==================== pwm_fader_multi
pwm_fader_multi/metal_density.png
Drawn at 2 px/um. The die is cut into 36 by 36 equal tiles; dark purple is low, yellow is high, scaled to the fullest tile. Values are wire area over tile area, all layers added.
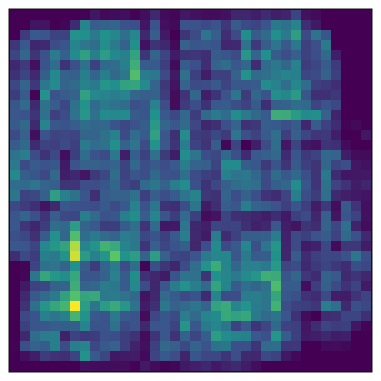

[src/rtl/pwm_fader_multi.sv]
// ---------------------------------------------------------------------------
// pwm_fader_multi
// Multi-channel PWM generator with a per-channel fade engine. Each channel's
// current duty (cur) ramps toward a programmed target by a programmed step on
// every fade tick. The compare point (duty_act) is refreshed only at the
// period wrap, so the PWM waveform never glitches mid-period.
//
// Optional feature macro: PWM_GAMMA_EN
//   defined   : duty_act = (cur*cur + cur) >> WIDTH  (approximate square law)
//   undefined : duty_act = cur                       (linear, no multiplier)
//
// Ports
//   clk          system clock
//   rst          synchronous active-high reset
//   en           run enable; low freezes period counter, prescaler and fades
//   fade_period  fade tick every fade_period+1 enabled clocks
//   cfg_valid    config write request
//   cfg_ready    config write accept (0 only in/through reset)
//   cfg_ch       channel index for the write (>= NUM_CH is discarded)
//   cfg_target   target duty for the addressed channel
//   cfg_step     per-tick step for the addressed channel (0 = jump)
//   pwm_out      registered PWM outputs
//   busy         registered, 1 while a channel's cur != target
//   period_start registered pulse aligned with the first pwm_out cycle of a period
// ---------------------------------------------------------------------------
module pwm_fader_multi #(
  parameter int unsigned NUM_CH  = 4,
  parameter int unsigned WIDTH   = 8,
  parameter int unsigned PRESC_W = 16,
  localparam int unsigned CH_W   = (NUM_CH > 1) ? $clog2(NUM_CH) : 1
) (
  input  logic               clk,
  input  logic               rst,
  input  logic               en,
  input  logic [PRESC_W-1:0] fade_period,
  input  logic               cfg_valid,
  output logic               cfg_ready,
  input  logic [CH_W-1:0]    cfg_ch,
  input  logic [WIDTH-1:0]   cfg_target,
  input  logic [WIDTH-1:0]   cfg_step,
  output logic [NUM_CH-1:0]  pwm_out,
  output logic [NUM_CH-1:0]  busy,
  output logic               period_start
);

  localparam int unsigned SQ_W = 2 * WIDTH;
  localparam logic [WIDTH-1:0] CNT_MAX = '1;

  logic [WIDTH-1:0]   cnt;
  logic [PRESC_W-1:0] presc;
  logic [WIDTH-1:0]   cur      [NUM_CH];
  logic [WIDTH-1:0]   target   [NUM_CH];
  logic [WIDTH-1:0]   step     [NUM_CH];
  logic [WIDTH-1:0]   duty_act [NUM_CH];
  logic [WIDTH-1:0]   cur_nxt_c[NUM_CH];
  logic               fade_tick_c;
  logic               cfg_fire_c;

  // One fade step, evaluated one bit wider than WIDTH so neither the sum nor
  // the clamp threshold can wrap.
  function automatic logic [WIDTH-1:0] fade_next(input logic [WIDTH-1:0] c,
                                                 input logic [WIDTH-1:0] t,
                                                 input logic [WIDTH-1:0] s);
    logic [WIDTH:0] c_x;
    logic [WIDTH:0] t_x;
    logic [WIDTH:0] s_x;
    c_x = {1'b0, c};
    t_x = {1'b0, t};
    s_x = {1'b0, s};
    if (s == '0) begin
      return t;
    end else if (c < t) begin
      return (c_x + s_x >= t_x) ? t : WIDTH'(c_x + s_x);
    end else if (c > t) begin
      // c - s would land at or below target: clamp to target instead.
      return (c_x <= t_x + s_x) ? t : WIDTH'(c - s);
    end
    return c;
  endfunction

  // Maps the fade value onto the compare threshold.
  function automatic logic [WIDTH-1:0] shape(input logic [WIDTH-1:0] c);
`ifdef PWM_GAMMA_EN
    logic [SQ_W-1:0] sq;
    sq = SQ_W'(c) * SQ_W'(c) + SQ_W'(c);
    return sq[SQ_W-1:WIDTH];
`else
    return c;
`endif
  endfunction

  // Fade tick and config accept strobes.
  always_comb begin
    fade_tick_c = en && (presc == fade_period);
    cfg_fire_c  = cfg_valid && cfg_ready && (32'(cfg_ch) < NUM_CH);
  end

  // Candidate next cur for every channel; applied only on a fade tick.
  always_comb begin
    for (int i = 0; i < NUM_CH; i++) begin
      cur_nxt_c[i] = fade_next(cur[i], target[i], step[i]);
    end
  end

  // Period counter, prescaler, compare outputs and period_start.
  always_ff @(posedge clk) begin
    if (rst) begin
      cnt          <= '0;
      presc        <= '0;
      period_start <= 1'b0;
      pwm_out      <= '0;
      for (int i = 0; i < NUM_CH; i++) begin
        duty_act[i] <= '0;
      end
    end else if (en) begin
      cnt          <= cnt + 1'b1;
      presc        <= fade_tick_c ? '0 : presc + 1'b1;
      // pwm_out lags cnt by one clock, so the pulse marks the cycle whose
      // pwm_out value came from cnt == 0.
      period_start <= (cnt == '0);
      for (int i = 0; i < NUM_CH; i++) begin
        pwm_out[i] <= (cnt < duty_act[i]);
        if (cnt == CNT_MAX) begin
          duty_act[i] <= shape(cur[i]);
        end
      end
    end else begin
      period_start <= 1'b0;
    end
  end

  // Fade state, busy flags and config storage.
  always_ff @(posedge clk) begin
    if (rst) begin
      cfg_ready <= 1'b0;
      busy      <= '0;
      for (int i = 0; i < NUM_CH; i++) begin
        cur[i]    <= '0;
        target[i] <= '0;
        step[i]   <= '0;
      end
    end else begin
      cfg_ready <= 1'b1;
      for (int i = 0; i < NUM_CH; i++) begin
        busy[i] <= (cur[i] != target[i]);
        if (fade_tick_c) begin
          cur[i] <= cur_nxt_c[i];
        end
      end
      // The tick above reads the pre-write target/step; a write landing on
      // the same edge takes effect from the next tick.
      if (cfg_fire_c) begin
        target[cfg_ch] <= cfg_target;
        step[cfg_ch]   <= cfg_step;
      end
    end
  end

endmodule

[config.mk]
export PLATFORM = sky130hd
export DESIGN_NAME = pwm_fader_multi
export DESIGN_NICKNAME = d
export VERILOG_FILES = /design/src/rtl/pwm_fader_multi.sv
export SDC_FILE = /design/constraint.sdc
export NUM_CORES = 1
export LEC_CHECK = 0
export CAP_MARGIN = 20
export CELL_PAD_IN_SITES_DETAIL_PLACEMENT = 1
export CELL_PAD_IN_SITES_GLOBAL_PLACEMENT = 2
export CORE_UTILIZATION = 42
export CTS_BUF_LIST = sky130_fd_sc_hd__clkbuf_4
export DETAILED_ROUTE_END_ITERATION = 12
export PLACE_DENSITY_LB_ADDON = 0.1
export SLEW_MARGIN = 40
export SYNTH_ARGS = -nofsm -noshare
export SYNTH_HDL_FRONTEND = slang
export SYNTH_SLANG_ARGS = --single-unit
[constraint.sdc]
create_clock -name clk -period 4.5 [get_ports clk]
set_clock_uncertainty 0.1 [all_clocks]
set_input_delay 0.45 -clock clk [delete_from_list [all_inputs] [get_ports clk]]
set_output_delay 0.45 -clock clk [all_outputs]
set_load 0.05 [all_outputs]
==================== pwm_peripheral_flat
`src/rtl/pwm_peripheral_if.sv`:
```
// Register-block side of the PWM peripheral: configuration in, pin outputs and period marker back.
interface pwm_peripheral_if;
  logic [7:0]  EN_OUT_7_0;
  logic [7:0]  EN_OUT_15_8;
  logic [7:0]  EN_PWM_MODE_7_0;
  logic [7:0]  EN_PWM_MODE_15_8;
  logic [7:0]  PWM_DUTY_CYCLE_7_0;
  logic [15:0] PWM_OUT;
  logic        PERIOD_START;

  modport master (
    output EN_OUT_7_0, EN_OUT_15_8, EN_PWM_MODE_7_0, EN_PWM_MODE_15_8, PWM_DUTY_CYCLE_7_0,
    input  PWM_OUT, PERIOD_START
  );

  modport slave (
    input  EN_OUT_7_0, EN_OUT_15_8, EN_PWM_MODE_7_0, EN_PWM_MODE_15_8, PWM_DUTY_CYCLE_7_0,
    output PWM_OUT, PERIOD_START
  );
endinterface

```
`src/rtl/pwm_peripheral.sv`:
```
// 16-pin static/PWM output stage driven by one shared prescaled 8-bit PWM generator.
// Duty is shadowed and only swapped at the period boundary; enable/mode act immediately.
module pwm_peripheral #(
  parameter int CLK_DIV = 3000
) (
  input  logic           clk,
  input  logic           rst,
  pwm_peripheral_if.slave bus
);

  localparam int            PW      = (CLK_DIV > 1) ? $clog2(CLK_DIV) : 1;
  localparam logic [PW-1:0] PS_LAST = PW'(CLK_DIV - 1);
  localparam logic [PW-1:0] PS_ONE  = PW'(1);

  logic [PW-1:0] prescale_cnt_q, prescale_cnt_d;
  logic [7:0]    pwm_cnt_q, pwm_cnt_d;
  logic [7:0]    duty_shadow_q, duty_shadow_d;
  logic [15:0]   pwm_out_q, pwm_out_d;
  logic          period_start_q, period_start_d;

  logic          tick;
  logic          boundary;
  logic          pwm_sig;
  logic [15:0]   en;
  logic [15:0]   mode;

  always_comb begin
    en   = {bus.EN_OUT_15_8, bus.EN_OUT_7_0};
    mode = {bus.EN_PWM_MODE_15_8, bus.EN_PWM_MODE_7_0};

    tick     = (prescale_cnt_q == PS_LAST);
    boundary = tick && (pwm_cnt_q == 8'hFF);

    prescale_cnt_d = tick ? '0 : prescale_cnt_q + PS_ONE;
    pwm_cnt_d      = tick ? pwm_cnt_q + 8'd1 : pwm_cnt_q;
    duty_shadow_d  = boundary ? bus.PWM_DUTY_CYCLE_7_0 : duty_shadow_q;
    period_start_d = boundary;

    // 0xFF is treated as full-on so the last step of the period does not dip low.
    pwm_sig = (duty_shadow_q == 8'hFF) || (pwm_cnt_q < duty_shadow_q);

    pwm_out_d = '0;
    for (int i = 0; i < 16; i++) begin
      pwm_out_d[i] = en[i] & (mode[i] ? pwm_sig : 1'b1);
    end
  end

  always_ff @(posedge clk) begin
    if (rst) begin
      prescale_cnt_q <= '0;
      pwm_cnt_q      <= '0;
      duty_shadow_q  <= '0;
      pwm_out_q      <= '0;
      period_start_q <= 1'b0;
    end else begin
      prescale_cnt_q <= prescale_cnt_d;
      pwm_cnt_q      <= pwm_cnt_d;
      duty_shadow_q  <= duty_shadow_d;
      pwm_out_q      <= pwm_out_d;
      period_start_q <= period_start_d;
    end
  end

  assign bus.PWM_OUT      = pwm_out_q;
  assign bus.PERIOD_START = period_start_q;

endmodule

```
`src/flat_wrapper.sv`:
```
// flat-port wrapper written by rule: the top's interface ports become plain ports
module pwm_peripheral_flat 
#(
  parameter int CLK_DIV = 3000
)
  (clk, rst, bus_EN_OUT_7_0, bus_EN_OUT_15_8, bus_EN_PWM_MODE_7_0, bus_EN_PWM_MODE_15_8, bus_PWM_DUTY_CYCLE_7_0, bus_PWM_OUT, bus_PERIOD_START);
  pwm_peripheral_if bus_i ();
  input  logic clk;
  input  logic rst;
  input wire logic [$bits(bus_i.EN_OUT_7_0)-1:0] bus_EN_OUT_7_0;
  input wire logic [$bits(bus_i.EN_OUT_15_8)-1:0] bus_EN_OUT_15_8;
  input wire logic [$bits(bus_i.EN_PWM_MODE_7_0)-1:0] bus_EN_PWM_MODE_7_0;
  input wire logic [$bits(bus_i.EN_PWM_MODE_15_8)-1:0] bus_EN_PWM_MODE_15_8;
  input wire logic [$bits(bus_i.PWM_DUTY_CYCLE_7_0)-1:0] bus_PWM_DUTY_CYCLE_7_0;
  output wire logic [$bits(bus_i.PWM_OUT)-1:0] bus_PWM_OUT;
  output wire logic [$bits(bus_i.PERIOD_START)-1:0] bus_PERIOD_START;
  assign bus_i.EN_OUT_7_0 = bus_EN_OUT_7_0;
  assign bus_i.EN_OUT_15_8 = bus_EN_OUT_15_8;
  assign bus_i.EN_PWM_MODE_7_0 = bus_EN_PWM_MODE_7_0;
  assign bus_i.EN_PWM_MODE_15_8 = bus_EN_PWM_MODE_15_8;
  assign bus_i.PWM_DUTY_CYCLE_7_0 = bus_PWM_DUTY_CYCLE_7_0;
  assign bus_PWM_OUT = bus_i.PWM_OUT;
  assign bus_PERIOD_START = bus_i.PERIOD_START;
  pwm_peripheral #(.CLK_DIV(CLK_DIV)) u_core (.clk(clk), .rst(rst), .bus(bus_i));
endmodule
```
`config.mk`:
```
export PLATFORM = sky130hd
export DESIGN_NAME = pwm_peripheral_flat
export DESIGN_NICKNAME = d
export VERILOG_FILES = /design/src/rtl/pwm_peripheral_if.sv /design/src/rtl/pwm_peripheral.sv /design/src/flat_wrapper.sv
export SDC_FILE = /design/constraint.sdc
export NUM_CORES = 1
export LEC_CHECK = 0
export CAP_MARGIN = 20
export CORE_ASPECT_RATIO = 1.75
export CORE_MARGIN = 10
export CORE_UTILIZATION = 46
export DETAILED_ROUTE_END_ITERATION = 8
export PLACE_DENSITY = 0.84
export SYNTH_ARGS = -nofsm -noshare
export SYNTH_HDL_FRONTEND = slang
export SYNTH_SLANG_ARGS = --single-unit
```
`constraint.sdc`:
```
create_clock -name clk -period 2.1 [get_ports clk]
set_clock_uncertainty 0.1 [all_clocks]
set_input_delay 0.21 -clock clk [delete_from_list [all_inputs] [get_ports clk]]
set_output_delay 0.21 -clock clk [all_outputs]
set_load 0.01 [all_outputs]
```
==================== tl_updown_counter_flat
<file path="src/rtl/tl_updown_counter_pkg.sv">
// Shared constants for the traffic-light phase timer and related timing generators.
package tl_counter_pkg;

    // Direction and boundary-behaviour encodings for the mode / wrap_en inputs.
    localparam logic MODE_DOWN = 1'b0;
    localparam logic MODE_UP   = 1'b1;
    localparam logic WRAP      = 1'b1;
    localparam logic SAT       = 1'b0;

    // Default timer geometry, shared with the traffic-light FSM.
    localparam int TL_CNT_WIDTH = 5;
    localparam int TL_CNT_MAX   = 30;

endpackage : tl_counter_pkg

</file>
<file path="src/rtl/tl_updown_counter_if.sv">
// Control/status bundle of the up/down counter: the controller drives the strobes
// and mode bits, and the counter returns its count and pulses.
interface tl_updown_counter_if
    import tl_counter_pkg::*;
#(
    parameter int WIDTH = TL_CNT_WIDTH
);
    logic             en;
    logic             mode;
    logic             wrap_en;
    logic             load;
    logic [WIDTH-1:0] load_val;
    logic [WIDTH-1:0] counter;
    logic             tc;
    logic             step;

    modport master (
        output en, mode, wrap_en, load, load_val,
        input  counter, tc, step
    );

    modport slave (
        input  en, mode, wrap_en, load, load_val,
        output counter, tc, step
    );
endinterface : tl_updown_counter_if

</file>
<file path="src/rtl/tl_updown_counter_prescaler.sv">
// Clock-enable prescaler: emits a one-cycle tick every PRESCALE enabled cycles.
// The phase freezes while en_i is low and restarts from zero on clr_i.
module tl_tick_prescaler #(
    parameter int PRESCALE = 1,
    parameter int PS_W     = $clog2(PRESCALE + 1)
) (
    input  logic clk,
    input  logic rst_n,
    input  logic en_i,
    input  logic clr_i,
    output logic tick_o
);
    logic [PS_W-1:0] ps_cnt_q;
    logic [PS_W-1:0] ps_cnt_d;

    // The tick is combinational so the owner sees it in the same cycle the phase wraps.
    assign tick_o = en_i && (ps_cnt_q == PS_W'(PRESCALE - 1));

    // Next prescaler phase: clear wins, otherwise advance only while enabled.
    always_comb begin
        // NOTE: default assignment first, so every path drives ps_cnt_d and no latch is inferred.
        ps_cnt_d = ps_cnt_q;
        if (clr_i) begin
            ps_cnt_d = '0;
        end else if (en_i) begin
            ps_cnt_d = tick_o ? '0 : ps_cnt_q + PS_W'(1);
        end
    end

    // Phase register with asynchronous clear.
    always_ff @(posedge clk or negedge rst_n) begin
        // NOTE: state is updated with non-blocking assignments, so every register samples pre-edge values.
        if (!rst_n) begin
            ps_cnt_q <= '0;
        end else begin
            ps_cnt_q <= ps_cnt_d;
        end
    end
endmodule : tl_tick_prescaler

</file>
<file path="src/rtl/tl_updown_counter.sv">
// Parametrised up/down counter with prescaler, parallel load, wrap/saturate
// boundaries and a registered terminal-count pulse.
module tl_updown_counter
    import tl_counter_pkg::*;
#(
    parameter int  WIDTH    = TL_CNT_WIDTH,
    parameter int  MAX_VAL  = TL_CNT_MAX,
    parameter int  PRESCALE = 1,
    localparam int PS_W     = $clog2(PRESCALE + 1)
) (
    input logic               clk,
    input logic               rst_n,
    tl_updown_counter_if.slave bus
);
    // Reject illegal geometries at elaboration rather than building a broken counter.
    if (MAX_VAL < 1 || longint'(MAX_VAL) > ((longint'(1) << WIDTH) - 1)) begin : g_bad_max
        $error("tl_updown_counter: MAX_VAL=%0d outside 1..2^WIDTH-1", MAX_VAL);
    end
    if (PRESCALE < 1) begin : g_bad_ps
        $error("tl_updown_counter: PRESCALE=%0d must be >= 1", PRESCALE);
    end

    localparam logic [WIDTH-1:0] MAX_C = WIDTH'(MAX_VAL);

    logic             step_int;
    logic             at_max;
    logic             at_zero;
    logic             at_bound;
    logic [WIDTH-1:0] load_clip;

    logic [WIDTH-1:0] counter_q, counter_d;
    logic             tc_q, tc_d;
    logic             step_q, step_d;

    // A load restarts the prescale period so the first step after it is a full period away.
    tl_tick_prescaler #(
        .PRESCALE (PRESCALE),
        .PS_W     (PS_W)
    ) u_prescaler (
        .clk    (clk),
        .rst_n  (rst_n),
        .en_i   (bus.en),
        .clr_i  (bus.load),
        .tick_o (step_int)
    );

    // Boundary compares; wrap uses these rather than relying on natural overflow.
    assign at_max    = (counter_q == MAX_C);
    assign at_zero   = (counter_q == '0);
    assign at_bound  = (bus.mode == MODE_UP) ? at_max : at_zero;
    assign load_clip = (bus.load_val > MAX_C) ? MAX_C : bus.load_val;

    // Next count and pulses: load beats step beats hold.
    always_comb begin
        counter_d = counter_q;
        tc_d      = 1'b0;
        step_d    = step_int;
        if (bus.load) begin
            counter_d = load_clip;
        end else if (step_int) begin
            tc_d = at_bound;
            if (bus.mode == MODE_UP) begin
                if (!at_max)                 counter_d = counter_q + WIDTH'(1);
                else if (bus.wrap_en == WRAP) counter_d = '0;
            end else begin
                if (!at_zero)                counter_d = counter_q - WIDTH'(1);
                else if (bus.wrap_en == WRAP) counter_d = MAX_C;
            end
        end
    end

    // Count, terminal-count and step registers, all cleared by asynchronous reset.
    always_ff @(posedge clk or negedge rst_n) begin
        if (!rst_n) begin
            counter_q <= '0;
            tc_q      <= 1'b0;
            step_q    <= 1'b0;
        end else begin
            counter_q <= counter_d;
            tc_q      <= tc_d;
            step_q    <= step_d;
        end
    end

    assign bus.counter = counter_q;
    assign bus.tc      = tc_q;
    assign bus.step    = step_q;
endmodule : tl_updown_counter

</file>
<file path="src/flat_wrapper.sv">
// flat-port wrapper written by rule: the top's interface ports become plain ports
module tl_updown_counter_flat import tl_counter_pkg::*;
#(
    parameter int  WIDTH    = TL_CNT_WIDTH,
    parameter int  MAX_VAL  = TL_CNT_MAX,
    parameter int  PRESCALE = 1,
    localparam int PS_W     = $clog2(PRESCALE + 1)
)
  (clk, rst_n, bus_en, bus_mode, bus_wrap_en, bus_load, bus_load_val, bus_counter, bus_tc, bus_step);
  tl_updown_counter_if #(.WIDTH(WIDTH)) bus_i ();
  input logic clk;
  input logic rst_n;
  input wire logic [$bits(bus_i.en)-1:0] bus_en;
  input wire logic [$bits(bus_i.mode)-1:0] bus_mode;
  input wire logic [$bits(bus_i.wrap_en)-1:0] bus_wrap_en;
  input wire logic [$bits(bus_i.load)-1:0] bus_load;
  input wire logic [$bits(bus_i.load_val)-1:0] bus_load_val;
  output wire logic [$bits(bus_i.counter)-1:0] bus_counter;
  output wire logic [$bits(bus_i.tc)-1:0] bus_tc;
  output wire logic [$bits(bus_i.step)-1:0] bus_step;
  assign bus_i.en = bus_en;
  assign bus_i.mode = bus_mode;
  assign bus_i.wrap_en = bus_wrap_en;
  assign bus_i.load = bus_load;
  assign bus_i.load_val = bus_load_val;
  assign bus_counter = bus_i.counter;
  assign bus_tc = bus_i.tc;
  assign bus_step = bus_i.step;
  tl_updown_counter #(.WIDTH(WIDTH), .MAX_VAL(MAX_VAL), .PRESCALE(PRESCALE)) u_core (.clk(clk), .rst_n(rst_n), .bus(bus_i));
endmodule
</file>
<file path="config.mk">
export PLATFORM = sky130hd
export DESIGN_NAME = tl_updown_counter_flat
export DESIGN_NICKNAME = d
export VERILOG_FILES = /design/src/rtl/tl_updown_counter_pkg.sv /design/src/rtl/tl_updown_counter_if.sv /design/src/rtl/tl_updown_counter_prescaler.sv /design/src/rtl/tl_updown_counter.sv /design/src/flat_wrapper.sv
export SDC_FILE = /design/constraint.sdc
export NUM_CORES = 1
export LEC_CHECK = 0
export CORE_MARGIN = 5
export CORE_UTILIZATION = 41
export DETAILED_ROUTE_END_ITERATION = 10
export GPL_TIMING_DRIVEN = 0
export PLACE_DENSITY = 0.73
export SETUP_SLACK_MARGIN = 0.4
export SKIP_CTS_REPAIR_TIMING = 1
export SYNTH_ARGS = -nofsm -noshare
export SYNTH_HDL_FRONTEND = slang
export SYNTH_HIERARCHICAL = 1
export SYNTH_SLANG_ARGS = --single-unit
</file>
<file path="constraint.sdc">
create_clock -name clk -period 2.3 [get_ports clk]
set_clock_uncertainty 0.15 [all_clocks]
set_input_delay 0.345 -clock clk [delete_from_list [all_inputs] [get_ports clk]]
set_output_delay 0.345 -clock clk [all_outputs]
set_load 0.01 [all_outputs]
</file>
==================== adc_fetch_ctrl_flat
===== src/rtl/adc_fetch_ctrl_if.sv =====
// Buffer command/strobe port plus outbound word stream for adc_fetch_ctrl.
// master = fetch controller, slave = capture buffer and stream sink.
interface adc_fetch_ctrl_if;
  logic        save_over;
  logic [15:0] data_v;
  logic [15:0] data_i;
  logic [15:0] read_cmd;
  logic        r_en;
  logic [15:0] m_data;
  logic        m_chan;
  logic        m_last;
  logic        m_valid;
  logic        m_ready;

  modport master (
    input  save_over, data_v, data_i, m_ready,
    output read_cmd, r_en, m_data, m_chan, m_last, m_valid
  );

  modport slave (
    output save_over, data_v, data_i, m_ready,
    input  read_cmd, r_en, m_data, m_chan, m_last, m_valid
  );
endinterface


===== src/rtl/adc_fetch_ctrl.sv =====
// ADC capture/readout initiator: arm, wait for capture, strobe out V then I words onto a stream.
// Optional watchdog on WAIT_SAVE/PUSH is enabled by defining ADC_FETCH_TIMEOUT_EN.
module adc_fetch_ctrl #(
  parameter int N_WORDS  = 2048,
  parameter int CMD_HOLD = 220,
  parameter int LO_CYC   = 10,
  parameter int HI_CYC   = 4
) (
  input  logic             clk,
  input  logic             rst,
  input  logic             start,
  adc_fetch_ctrl_if.master bus,
  output logic             busy,
  output logic             done,
  output logic             err
);

  localparam int K_W      = $clog2(N_WORDS);
  localparam int HOLD_MAX = (CMD_HOLD > LO_CYC) ?
                            ((CMD_HOLD > HI_CYC) ? CMD_HOLD : HI_CYC) :
                            ((LO_CYC > HI_CYC) ? LO_CYC : HI_CYC);
  localparam int CNT_W    = $clog2(HOLD_MAX);

  localparam logic [CNT_W-1:0] CMD_LAST = CNT_W'(CMD_HOLD - 1);
  localparam logic [CNT_W-1:0] LO_LAST  = CNT_W'(LO_CYC - 1);
  localparam logic [CNT_W-1:0] HI_LAST  = CNT_W'(HI_CYC - 1);
  localparam logic [K_W-1:0]   K_FLUSH  = K_W'(N_WORDS - 1);
  localparam logic [K_W-1:0]   K_LAST   = K_W'(N_WORDS - 2);

  localparam logic [15:0] CMD_IDLE = 16'h0000;
  localparam logic [15:0] CMD_ARM  = 16'h00AA;
  localparam logic [15:0] CMD_READ = 16'h00CC;
  localparam logic [15:0] CMD_OVER = 16'h00DD;

  typedef enum logic [2:0] {
    S_IDLE,
    S_ARM,
    S_WAIT_SAVE,
    S_RD_CMD,
    S_STB_LO,
    S_PUSH,
    S_STB_HI,
    S_FIN
  } state_t;

  state_t           state_reg;
  logic [CNT_W-1:0] cnt_reg;
  logic [K_W-1:0]   k_reg;
  logic             chan_reg;
  logic [15:0]      read_cmd_reg;
  logic             r_en_reg;
  logic [15:0]      m_data_reg;
  logic             m_last_reg;
  logic             m_valid_reg;
  logic             busy_reg;
  logic             done_reg;

`ifdef ADC_FETCH_TIMEOUT_EN
  localparam logic [23:0] WDOG_LAST = 24'hFF_FFFE;
  logic [23:0] wdog_reg;
  logic        err_reg;
  assign err = err_reg;
`else
  assign err = 1'b0;
`endif

  always_ff @(posedge clk or negedge rst) begin
    if (!rst) begin
      state_reg    <= S_IDLE;
      cnt_reg      <= '0;
      k_reg        <= '0;
      chan_reg     <= 1'b0;
      read_cmd_reg <= CMD_IDLE;
      r_en_reg     <= 1'b1;
      m_data_reg   <= '0;
      m_last_reg   <= 1'b0;
      m_valid_reg  <= 1'b0;
      busy_reg     <= 1'b0;
      done_reg     <= 1'b0;
`ifdef ADC_FETCH_TIMEOUT_EN
      wdog_reg     <= '0;
      err_reg      <= 1'b0;
`endif
    end else begin
      done_reg <= 1'b0;
      cnt_reg  <= cnt_reg + 1'b1;
      case (state_reg)
        S_IDLE: begin
          cnt_reg <= '0;
          if (start) begin
            read_cmd_reg <= CMD_ARM;
            busy_reg     <= 1'b1;
            state_reg    <= S_ARM;
`ifdef ADC_FETCH_TIMEOUT_EN
            err_reg      <= 1'b0;
`endif
          end
        end
        S_ARM: begin
          if (cnt_reg == CMD_LAST) begin
            cnt_reg      <= '0;
            read_cmd_reg <= CMD_IDLE;
            state_reg    <= S_WAIT_SAVE;
          end
        end
        S_WAIT_SAVE: begin
          cnt_reg <= '0;
          if (bus.save_over) begin
            read_cmd_reg <= CMD_READ;
            state_reg    <= S_RD_CMD;
          end
        end
        S_RD_CMD: begin
          if (cnt_reg == CMD_LAST) begin
            cnt_reg   <= '0;
            chan_reg  <= 1'b0;
            k_reg     <= '0;
            r_en_reg  <= 1'b0;
            state_reg <= S_STB_LO;
          end
        end
        S_STB_LO: begin
          if (cnt_reg == LO_LAST) begin
            cnt_reg <= '0;
            // The last strobe of a channel only moves the responder past its end.
            if (k_reg != K_FLUSH) begin
              m_data_reg  <= chan_reg ? bus.data_i : bus.data_v;
              m_valid_reg <= 1'b1;
              m_last_reg  <= (k_reg == K_LAST);
              state_reg   <= S_PUSH;
            end else begin
              r_en_reg  <= 1'b1;
              state_reg <= S_STB_HI;
            end
          end
        end
        S_PUSH: begin
          cnt_reg <= '0;
          if (bus.m_ready) begin
            m_valid_reg <= 1'b0;
            m_last_reg  <= 1'b0;
            r_en_reg    <= 1'b1;
            state_reg   <= S_STB_HI;
          end
        end
        S_STB_HI: begin
          if (cnt_reg == HI_LAST) begin
            cnt_reg <= '0;
            k_reg   <= k_reg + 1'b1;
            if (k_reg == K_FLUSH) begin
              if (!chan_reg) begin
                chan_reg  <= 1'b1;
                k_reg     <= '0;
                r_en_reg  <= 1'b0;
                state_reg <= S_STB_LO;
              end else begin
                read_cmd_reg <= CMD_OVER;
                state_reg    <= S_FIN;
              end
            end else begin
              r_en_reg  <= 1'b0;
              state_reg <= S_STB_LO;
            end
          end
        end
        S_FIN: begin
          if (cnt_reg == CMD_LAST) begin
            cnt_reg      <= '0;
            read_cmd_reg <= CMD_IDLE;
            done_reg     <= 1'b1;
            busy_reg     <= 1'b0;
            state_reg    <= S_IDLE;
          end
        end
        default: state_reg <= S_IDLE;
      endcase

`ifdef ADC_FETCH_TIMEOUT_EN
      // Timeout overrides whatever the state decided this cycle and closes out via FIN.
      if (state_reg == S_WAIT_SAVE || state_reg == S_PUSH) begin
        wdog_reg <= wdog_reg + 1'b1;
        if (wdog_reg == WDOG_LAST) begin
          wdog_reg     <= '0;
          err_reg      <= 1'b1;
          cnt_reg      <= '0;
          read_cmd_reg <= CMD_OVER;
          r_en_reg     <= 1'b1;
          m_valid_reg  <= 1'b0;
          m_last_reg   <= 1'b0;
          state_reg    <= S_FIN;
        end
      end else begin
        wdog_reg <= '0;
      end
`endif
    end
  end

  assign bus.read_cmd = read_cmd_reg;
  assign bus.r_en     = r_en_reg;
  assign bus.m_data   = m_data_reg;
  assign bus.m_chan   = chan_reg;
  assign bus.m_last   = m_last_reg;
  assign bus.m_valid  = m_valid_reg;
  assign busy         = busy_reg;
  assign done         = done_reg;

endmodule


===== src/flat_wrapper.sv =====
// flat-port wrapper written by rule: the top's interface ports become plain ports
module adc_fetch_ctrl_flat 
#(
  parameter int N_WORDS  = 2048,
  parameter int CMD_HOLD = 220,
  parameter int LO_CYC   = 10,
  parameter int HI_CYC   = 4
)
  (clk, rst, start, busy, done, err, bus_save_over, bus_data_v, bus_data_i, bus_m_ready, bus_read_cmd, bus_r_en, bus_m_data, bus_m_chan, bus_m_last, bus_m_valid);
  adc_fetch_ctrl_if bus_i ();
  input  logic clk;
  input  logic rst;
  input  logic start;
  output logic busy;
  output logic done;
  output logic err;
  input wire logic [$bits(bus_i.save_over)-1:0] bus_save_over;
  input wire logic [$bits(bus_i.data_v)-1:0] bus_data_v;
  input wire logic [$bits(bus_i.data_i)-1:0] bus_data_i;
  input wire logic [$bits(bus_i.m_ready)-1:0] bus_m_ready;
  output wire logic [$bits(bus_i.read_cmd)-1:0] bus_read_cmd;
  output wire logic [$bits(bus_i.r_en)-1:0] bus_r_en;
  output wire logic [$bits(bus_i.m_data)-1:0] bus_m_data;
  output wire logic [$bits(bus_i.m_chan)-1:0] bus_m_chan;
  output wire logic [$bits(bus_i.m_last)-1:0] bus_m_last;
  output wire logic [$bits(bus_i.m_valid)-1:0] bus_m_valid;
  assign bus_i.save_over = bus_save_over;
  assign bus_i.data_v = bus_data_v;
  assign bus_i.data_i = bus_data_i;
  assign bus_i.m_ready = bus_m_ready;
  assign bus_read_cmd = bus_i.read_cmd;
  assign bus_r_en = bus_i.r_en;
  assign bus_m_data = bus_i.m_data;
  assign bus_m_chan = bus_i.m_chan;
  assign bus_m_last = bus_i.m_last;
  assign bus_m_valid = bus_i.m_valid;
  adc_fetch_ctrl #(.N_WORDS(N_WORDS), .CMD_HOLD(CMD_HOLD), .LO_CYC(LO_CYC), .HI_CYC(HI_CYC)) u_core (.clk(clk), .rst(rst), .start(start), .bus(bus_i), .busy(busy), .done(done), .err(err));
endmodule

===== config.mk =====
export PLATFORM = sky130hd
export DESIGN_NAME = adc_fetch_ctrl_flat
export DESIGN_NICKNAME = d
export VERILOG_FILES = /design/src/rtl/adc_fetch_ctrl_if.sv /design/src/rtl/adc_fetch_ctrl.sv /design/src/flat_wrapper.sv
export SDC_FILE = /design/constraint.sdc
export NUM_CORES = 1
export LEC_CHECK = 0
export ABC_AREA = 0
export CAP_MARGIN = 20
export CORE_AREA = 2 2 72 80
export CTS_BUF_LIST = sky130_fd_sc_hd__clkbuf_4
export DETAILED_ROUTE_END_ITERATION = 12
export DIE_AREA = 0 0 74 82
export GPL_TIMING_DRIVEN = 1
export HOLD_SLACK_MARGIN = 0.02
export PLACE_DENSITY_LB_ADDON = 0.1
export SLEW_MARGIN = 20
export SYNTH_ARGS = -nofsm -noshare
export SYNTH_HDL_FRONTEND = slang
export SYNTH_SLANG_ARGS = --single-unit

===== constraint.sdc =====
create_clock -name clk -period 3.8 [get_ports clk]
set_input_delay 0.76 -clock clk [delete_from_list [all_inputs] [get_ports clk]]
set_output_delay 0.76 -clock clk [all_outputs]
set_load 0.02 [all_outputs]

adc_fetch_ctrl_flat/placement_by_type.png
Drawn at 6 px/um.
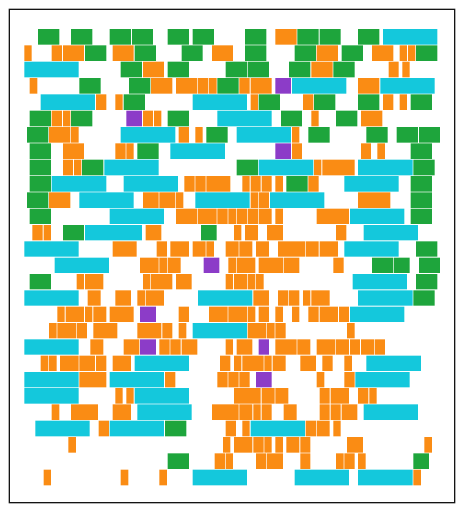
remaining buffers and delay cells -> green  # cells 68, share of their area 20%
clock drivers and dummy loads -> purple  # cells 8, share of their area 1.7%
sequential cells -> cyan  # cells 48, share of their area 36%
combinational and other logic -> orange  # cells 226, share of their area 42%

==> results.tsv, adc_fetch_ctrl_flat <==
metric	value	unit
place.gp.congestion	0.917	
utilization	64.6	%
comb_area_share	40.1	%
drt_first_iter_violations	97	
comb_power_share	31.8	%
dpl_worst_slack	1.41	ns
synth_area	2710	sq um
critPathLaunch	u_core.state_reg[0]	
criticalPathCategory	reg2reg	
synthArstFlopShare	100	%
tool_warnings	28	
status	finished clean	
grt_pass1_vias	1913	
grtUsageTotal	20.1	%
place_area	3360	sq um
diodes	0	
final-clk-cell-share	1.68	%
mux_share	8.78	%
==> adc_fetch_ctrl_flat: synthesized netlist by cell type (2+ instances only) <==
master    number  area [sq um]
a21o_1         2          15.0
a21oi_1       14          70.1
and2_1         2          12.5
and3_1         3          18.8
buf_1          2          7.51
buf_4         13          97.6
clkbuf_1      10          37.5
dfrtp_1       47          1180
ha_1           4          50.1
inv_1          5          18.8
mux2_2         2          22.5
mux2_4         3          45.0
mux2i_1       17           170
nand2_1       35           131
nand3_1        8          40.0
nand3b_1       2          15.0
nand4_1        7          43.8
nor2_1        23          86.3
nor2b_1        4          25.0
o21a_1         2          15.0
o21ai_0       40           200
o31a_1         3          26.3
o31ai_1        3          22.5
or3_1          2          12.5
xnor2_1        4          35.0
xor2_1         4          35.0
==> adc_fetch_ctrl_flat: worst max-delay path: stages (launching register included) <==
cell	delay [ns]
dfrtp_1	0.72
nand2_1	0.28
o32ai_1	0.38
nand2_1	0.29
or4_1	0.56
o21ai_0	0.08
==> adc_fetch_ctrl_flat: metal layers <==
layer / global-route usage (%) / wire length, um
met1: 28.6 / 2580
met2: 30.4 / 2830
met3: 4.42 / 279
met4: 6.55 / 78
met5: 0 / 0
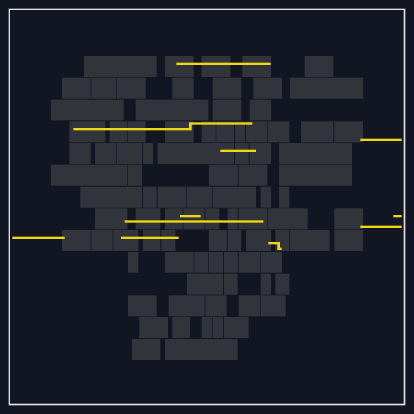
tl_updown_counter_flat/layer_met3.png
Drawn at 8 px/um.
wire length on this layer = 83.4 um
nets with wire on the layer = 11
longest straight run = 17.0 um

==> results.tsv, tl_updown_counter_flat <==
metric	value	unit
status	complete, but fails checks	
rsz0062_at_grt	true	
critPathCapture	u_core/bus.counter[2]	
hold_viol_final	0	
lay_top_cells	clkdlybuf4s50_1, dfrtp_1, nand3_1, a21oi_1, buf_4	
drt_first_iter_violations	16	
criticalPathCategory	reg2reg	
wl_per_cell	13.8	um
top_cell_area_share	31.7	%
failed_checks	negative setup slack	
edf_count	0	
fin_setup_tns	-0.440	ns
cp_slowest_stage_delay	0.47	ns
ys_area	631	sq um
die_h	49.2	um
rrSetupSlack	-0.13	ns
postLayoutSetupSlackWorst	-0.129	ns
fp_util	42.4	%
grt_max_degree	11	
p_switching	0.165	mW
setup-violations-final	4	
fmax	412	MHz
core	1490	sq um
layout_top_cell	clkdlybuf4s50_1	
[tl_updown_counter_flat: final cells by class]
cell class / count / area (sq um) / area share (%)
multi-input combinational: 48 / 399 / 44.2
sequential: 8 / 203 / 22.5
buffer: 5 / 38.8 / 4.30
clock buffer: 3 / 22.5 / 2.50
timing repair buffer: 21 / 200 / 22.2
tap: 16 / 20.0 / 2.22
inverter: 5 / 18.8 / 2.08
[tl_updown_counter_flat: power groups by stage]
stage          clock, mW  combinational [mW]  sequential, mW
2_1_floorplan          0               0.121           0.182
3_3_place_gp           0               0.199           0.178
3_5_place_dp           0               0.202           0.178
4_1_cts            0.110               0.203           0.176
5_1_grt            0.119               0.236           0.179
6_report           0.107               0.216           0.175
[tl_updown_counter_flat: metrics by stage]
stage | cells | total power [mW]
detailed placement | 99 | 0.380
global placement | 99 | 0.377
finish | 106 | 0.498
CTS | 102 | 0.489
global route | 106 | 0.534
floorplan | 66 | 0.303
[tl_updown_counter_flat: worst register-to-register path, cell delays in order, from the launching register on]
cell and delay [ns]:
dfrtp_2 0.46, inv_2 0.10, ha_4 0.13, or4b_4 0.47, or3_4 0.35, a31oi_4 0.31
a2111oi_2 0.08, a221o_1 0.26
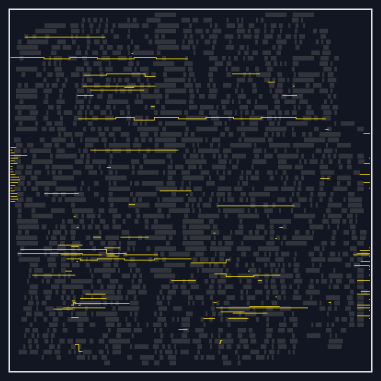
pwm_fader_multi/layer_met3.png
Drawn at 2 px/um.
main direction = horizontal
longest straight run = 45.5 um

## Picture notes: pwm_fader_multi/metal_density.png
fullest tile = 0.73
tiles over half the peak = 6.4%
nearly empty tiles = 8.6%
mean over tiles = 0.18

==> results.tsv, pwm_fader_multi <==
metric	value	unit
synth-main-ff-cell	edfxtp_1	
ys_seq_share	33.8	%
fmax	234	MHz
post_synth_num_cell_types	78	
synth-compound-area-share	16.5	%
routed_wl	39.3	mm
clock-sinks	162	
clockBufferDepth	2	
fp.dieW	181	um
hp-start	rst	
ys_area	13400	sq um
mux_share	0.150	%
status	finished clean	
core	31500	sq um
synth.logic.top_family	adder cells	
drv_slew	0	
io_pins	48	
start_kind	flop	
grt_max_degree	33	
synth.cells.most_frequent	ha_1, edfxtp_1, inv_1, a21oi_1, and2_1	
cts.clk_slew.worst_paths	0.20	ns
slew_headroom	50.3	%
pwr_density_cell	244	nW/um^2
pwm_fader_multi: where the power goes:
| group | switching (mW) | internal, mW |
|---|---|---|
| Sequential | 0.0672 | 1.67 |
| Combinational | 0.534 | 0.382 |
| Clock | 0.696 | 0.266 |
| Total | 1.30 | 2.32 |
pwm_fader_multi: per-layer routing:
| layer | up-vias | global-route usage [%] | share of wire [%] |
|---|---|---|---|
| met5 | - | 0 | 0 |
| met4 | 0 | 4.92 | 1.3 |
| met3 | 32 | 3.84 | 3.1 |
| met2 | 170 | 42.4 | 48 |
| met1 | 5283 | 32.8 | 48 |
| li1 | 5181 | - | - |
pwm_fader_multi: sequential cells by signal, summed over array words and instances, names as in the netlist:
name          cells
target           32
period_start      1
pwm_out           4
cfg_ready         1
step             32
presc            16
cur              32
busy              4
duty_act         32
cnt               8
pwm_fader_multi: final cells by class:
class                   instances  area (sq um)
fillers                      3579         16700
clock inverters                15           179
clock buffers                  17           128
flip-flops and latches        162          4520
multi-input cells            1074          8330
diodes                          2          5.00
well taps                     402           503
repair buffers                 76           683
inverters                     125           469
pwm_peripheral_flat/placement_by_type.png
Drawn at 4 px/um.
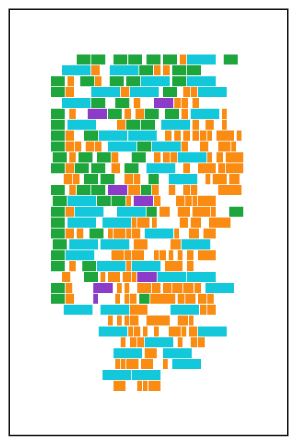
sequential cells -> cyan  # cells 45, share of their area 34%
remaining buffers and delay cells -> green  # cells 62, share of their area 23%
combinational and other logic -> orange  # cells 165, share of their area 39%
clock drivers and dummy loads -> purple  # cells 7, share of their area 3.3%

==> results.tsv, pwm_peripheral_flat <==
metric	value	unit
fin_crit	1.86	ns
utilization	65.1	%
synthArstFlopShare	0	%
rrSetupSlack	0.24	ns
grt_pass1_vias	1856	
layout_top_cell	clkdlybuf4s50_1	
largest_class	multi-input combinational cells	
critPathLaunch	u_core.duty_shadow_q[7]	
max_cap_viol_count	0	
nets	330	
clock_latency	0.29	ns
criticalPathCategory	reg2reg	
comb_power_share	9.8	%
status	finished clean	
core	4110	sq um
synthCells	218	
[pwm_peripheral_flat: cells by family after synthesis]
family                   count (synthesis)  synth area share (%)
buffers and inverters                   17                  3.52
XOR/XNOR                                12                  5.38
AND/OR/NAND/NOR                         85                  24.4
flip-flops                              45                  46.1
adder cells (fa/ha/maj)                  9                  5.77
AND-OR/OR-AND                           50                  14.8
[pwm_peripheral_flat: metal layers]
metal | track usage (%) | part of all wire (%)
met1 | 11.2 | 35
met2 | 26.0 | 56
met4 | 7.66 | 3.5
met5 | 0 | 0
met3 | 4.47 | 5.4
[pwm_peripheral_flat: worst max-delay path, cell delays in order, from the launching register on]
cell and delay (ns):
dfxtp_1 0.36, inv_1 0.05, ha_1 0.30, and4_1 0.18, o21ai_0 0.11, o32ai_2 0.29
buf_4 0.25, a21oi_1 0.10
[pwm_peripheral_flat: registers in the layout, summed over array words and instances, names as in the netlist]
signal                   cells
u_core.bus.PWM_OUT          16
u_core.prescale_cnt_q       12
u_core.duty_shadow_q         8
u_core.pwm_cnt_q             8
u_core.bus.PERIOD_START      1

==> screenshots <==
Signal metal coverage by tile.
(a)
Drawn at 4 px/um. The die is cut into 15 by 16 equal tiles; dark purple is low, yellow is high, scaled to the fullest tile. Values are wire area over tile area, all layers added.
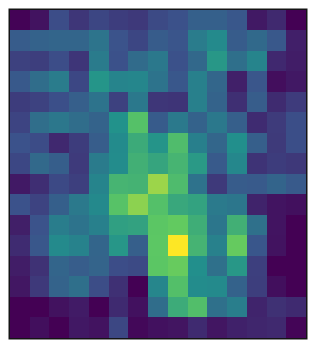
(b)
Drawn at 4 px/um. The die is cut into 14 by 21 equal tiles; dark purple is low, yellow is high, scaled to the fullest tile. Values are wire area over tile area, all layers added.
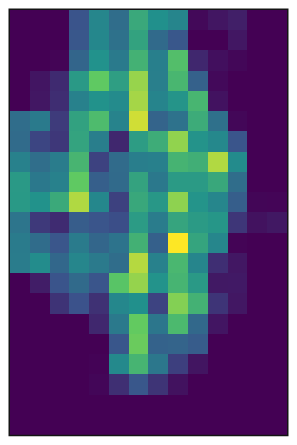
(c)
Drawn at 8 px/um. The die is cut into 10 by 10 equal tiles; dark purple is low, yellow is high, scaled to the fullest tile. Values are wire area over tile area, all layers added.
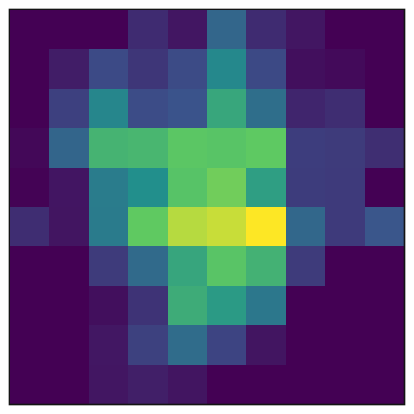
(c) comes from tl_updown_counter_flat.
(b) comes from pwm_peripheral_flat.
(a) comes from adc_fetch_ctrl_flat.
The one with the largest die is (b).
The one with the smallest die is (c).

Key to (a):
fullest tile = 0.49
mean over tiles = 0.15
nearly empty tiles = 5.8%
densest ninth of the die = middle
emptiest ninth of the die = bottom left



## Gallery

The clock network.
panel A
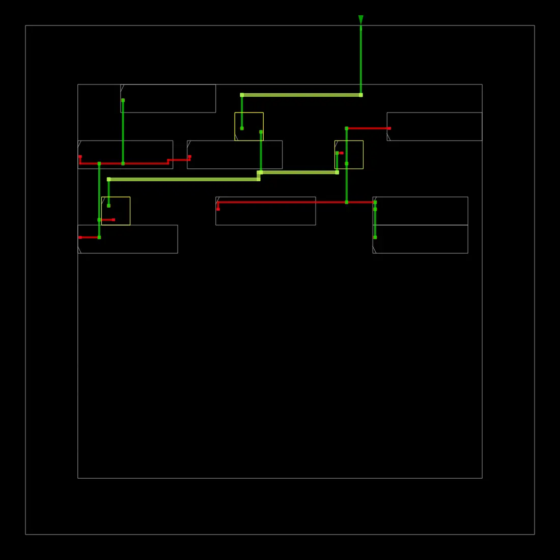
panel B
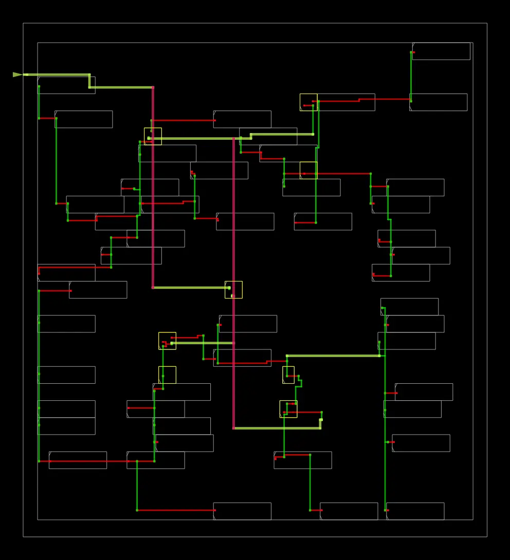
panel C
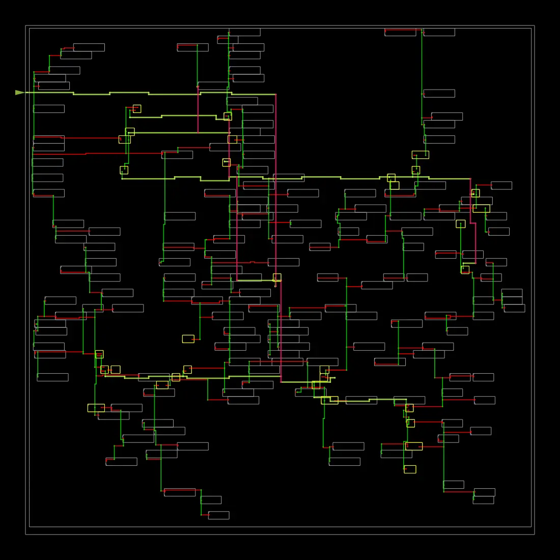
Of these, most sequential cells: panel C
For pwm_fader_multi, see panel C.
For adc_fetch_ctrl_flat, see panel B.
For tl_updown_counter_flat, see panel A.


==> screenshots <==
Cells by drive strength.
shot_01.png
Drawn at 6 px/um.
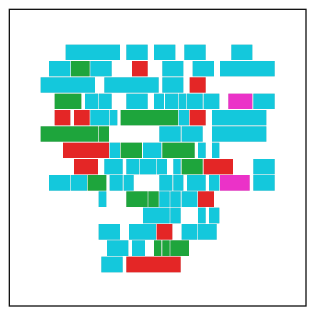
shot_02.png
Drawn at 3 px/um.
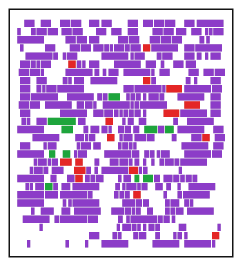
shot_03.png
Drawn at 2 px/um.
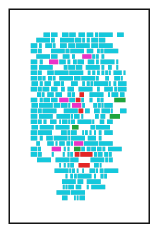
shot_04.png
Drawn at 1.5 px/um.
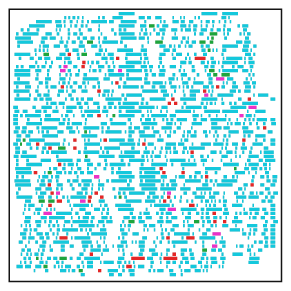
shot_04.png is pwm_fader_multi.
shot_01.png is tl_updown_counter_flat.
shot_02.png is adc_fetch_ctrl_flat.
shot_03.png is pwm_peripheral_flat.
Of these, fewest cells: shot_01.png
Of these, smallest die: shot_01.png

Key to shot_01.png:
_2 cells -> green  # cells 14, share 16%
_3 and _4 cells -> red  # cells 11, share 12%, most used buf_4
_6 and larger -> magenta  # cells 2, share 2.2%
_0 and _1 cells -> cyan  # cells 63, share 70%, most used clkdlybuf4s50_1

Power figures rest on the tool's default switching activity, not on a simulated workload.
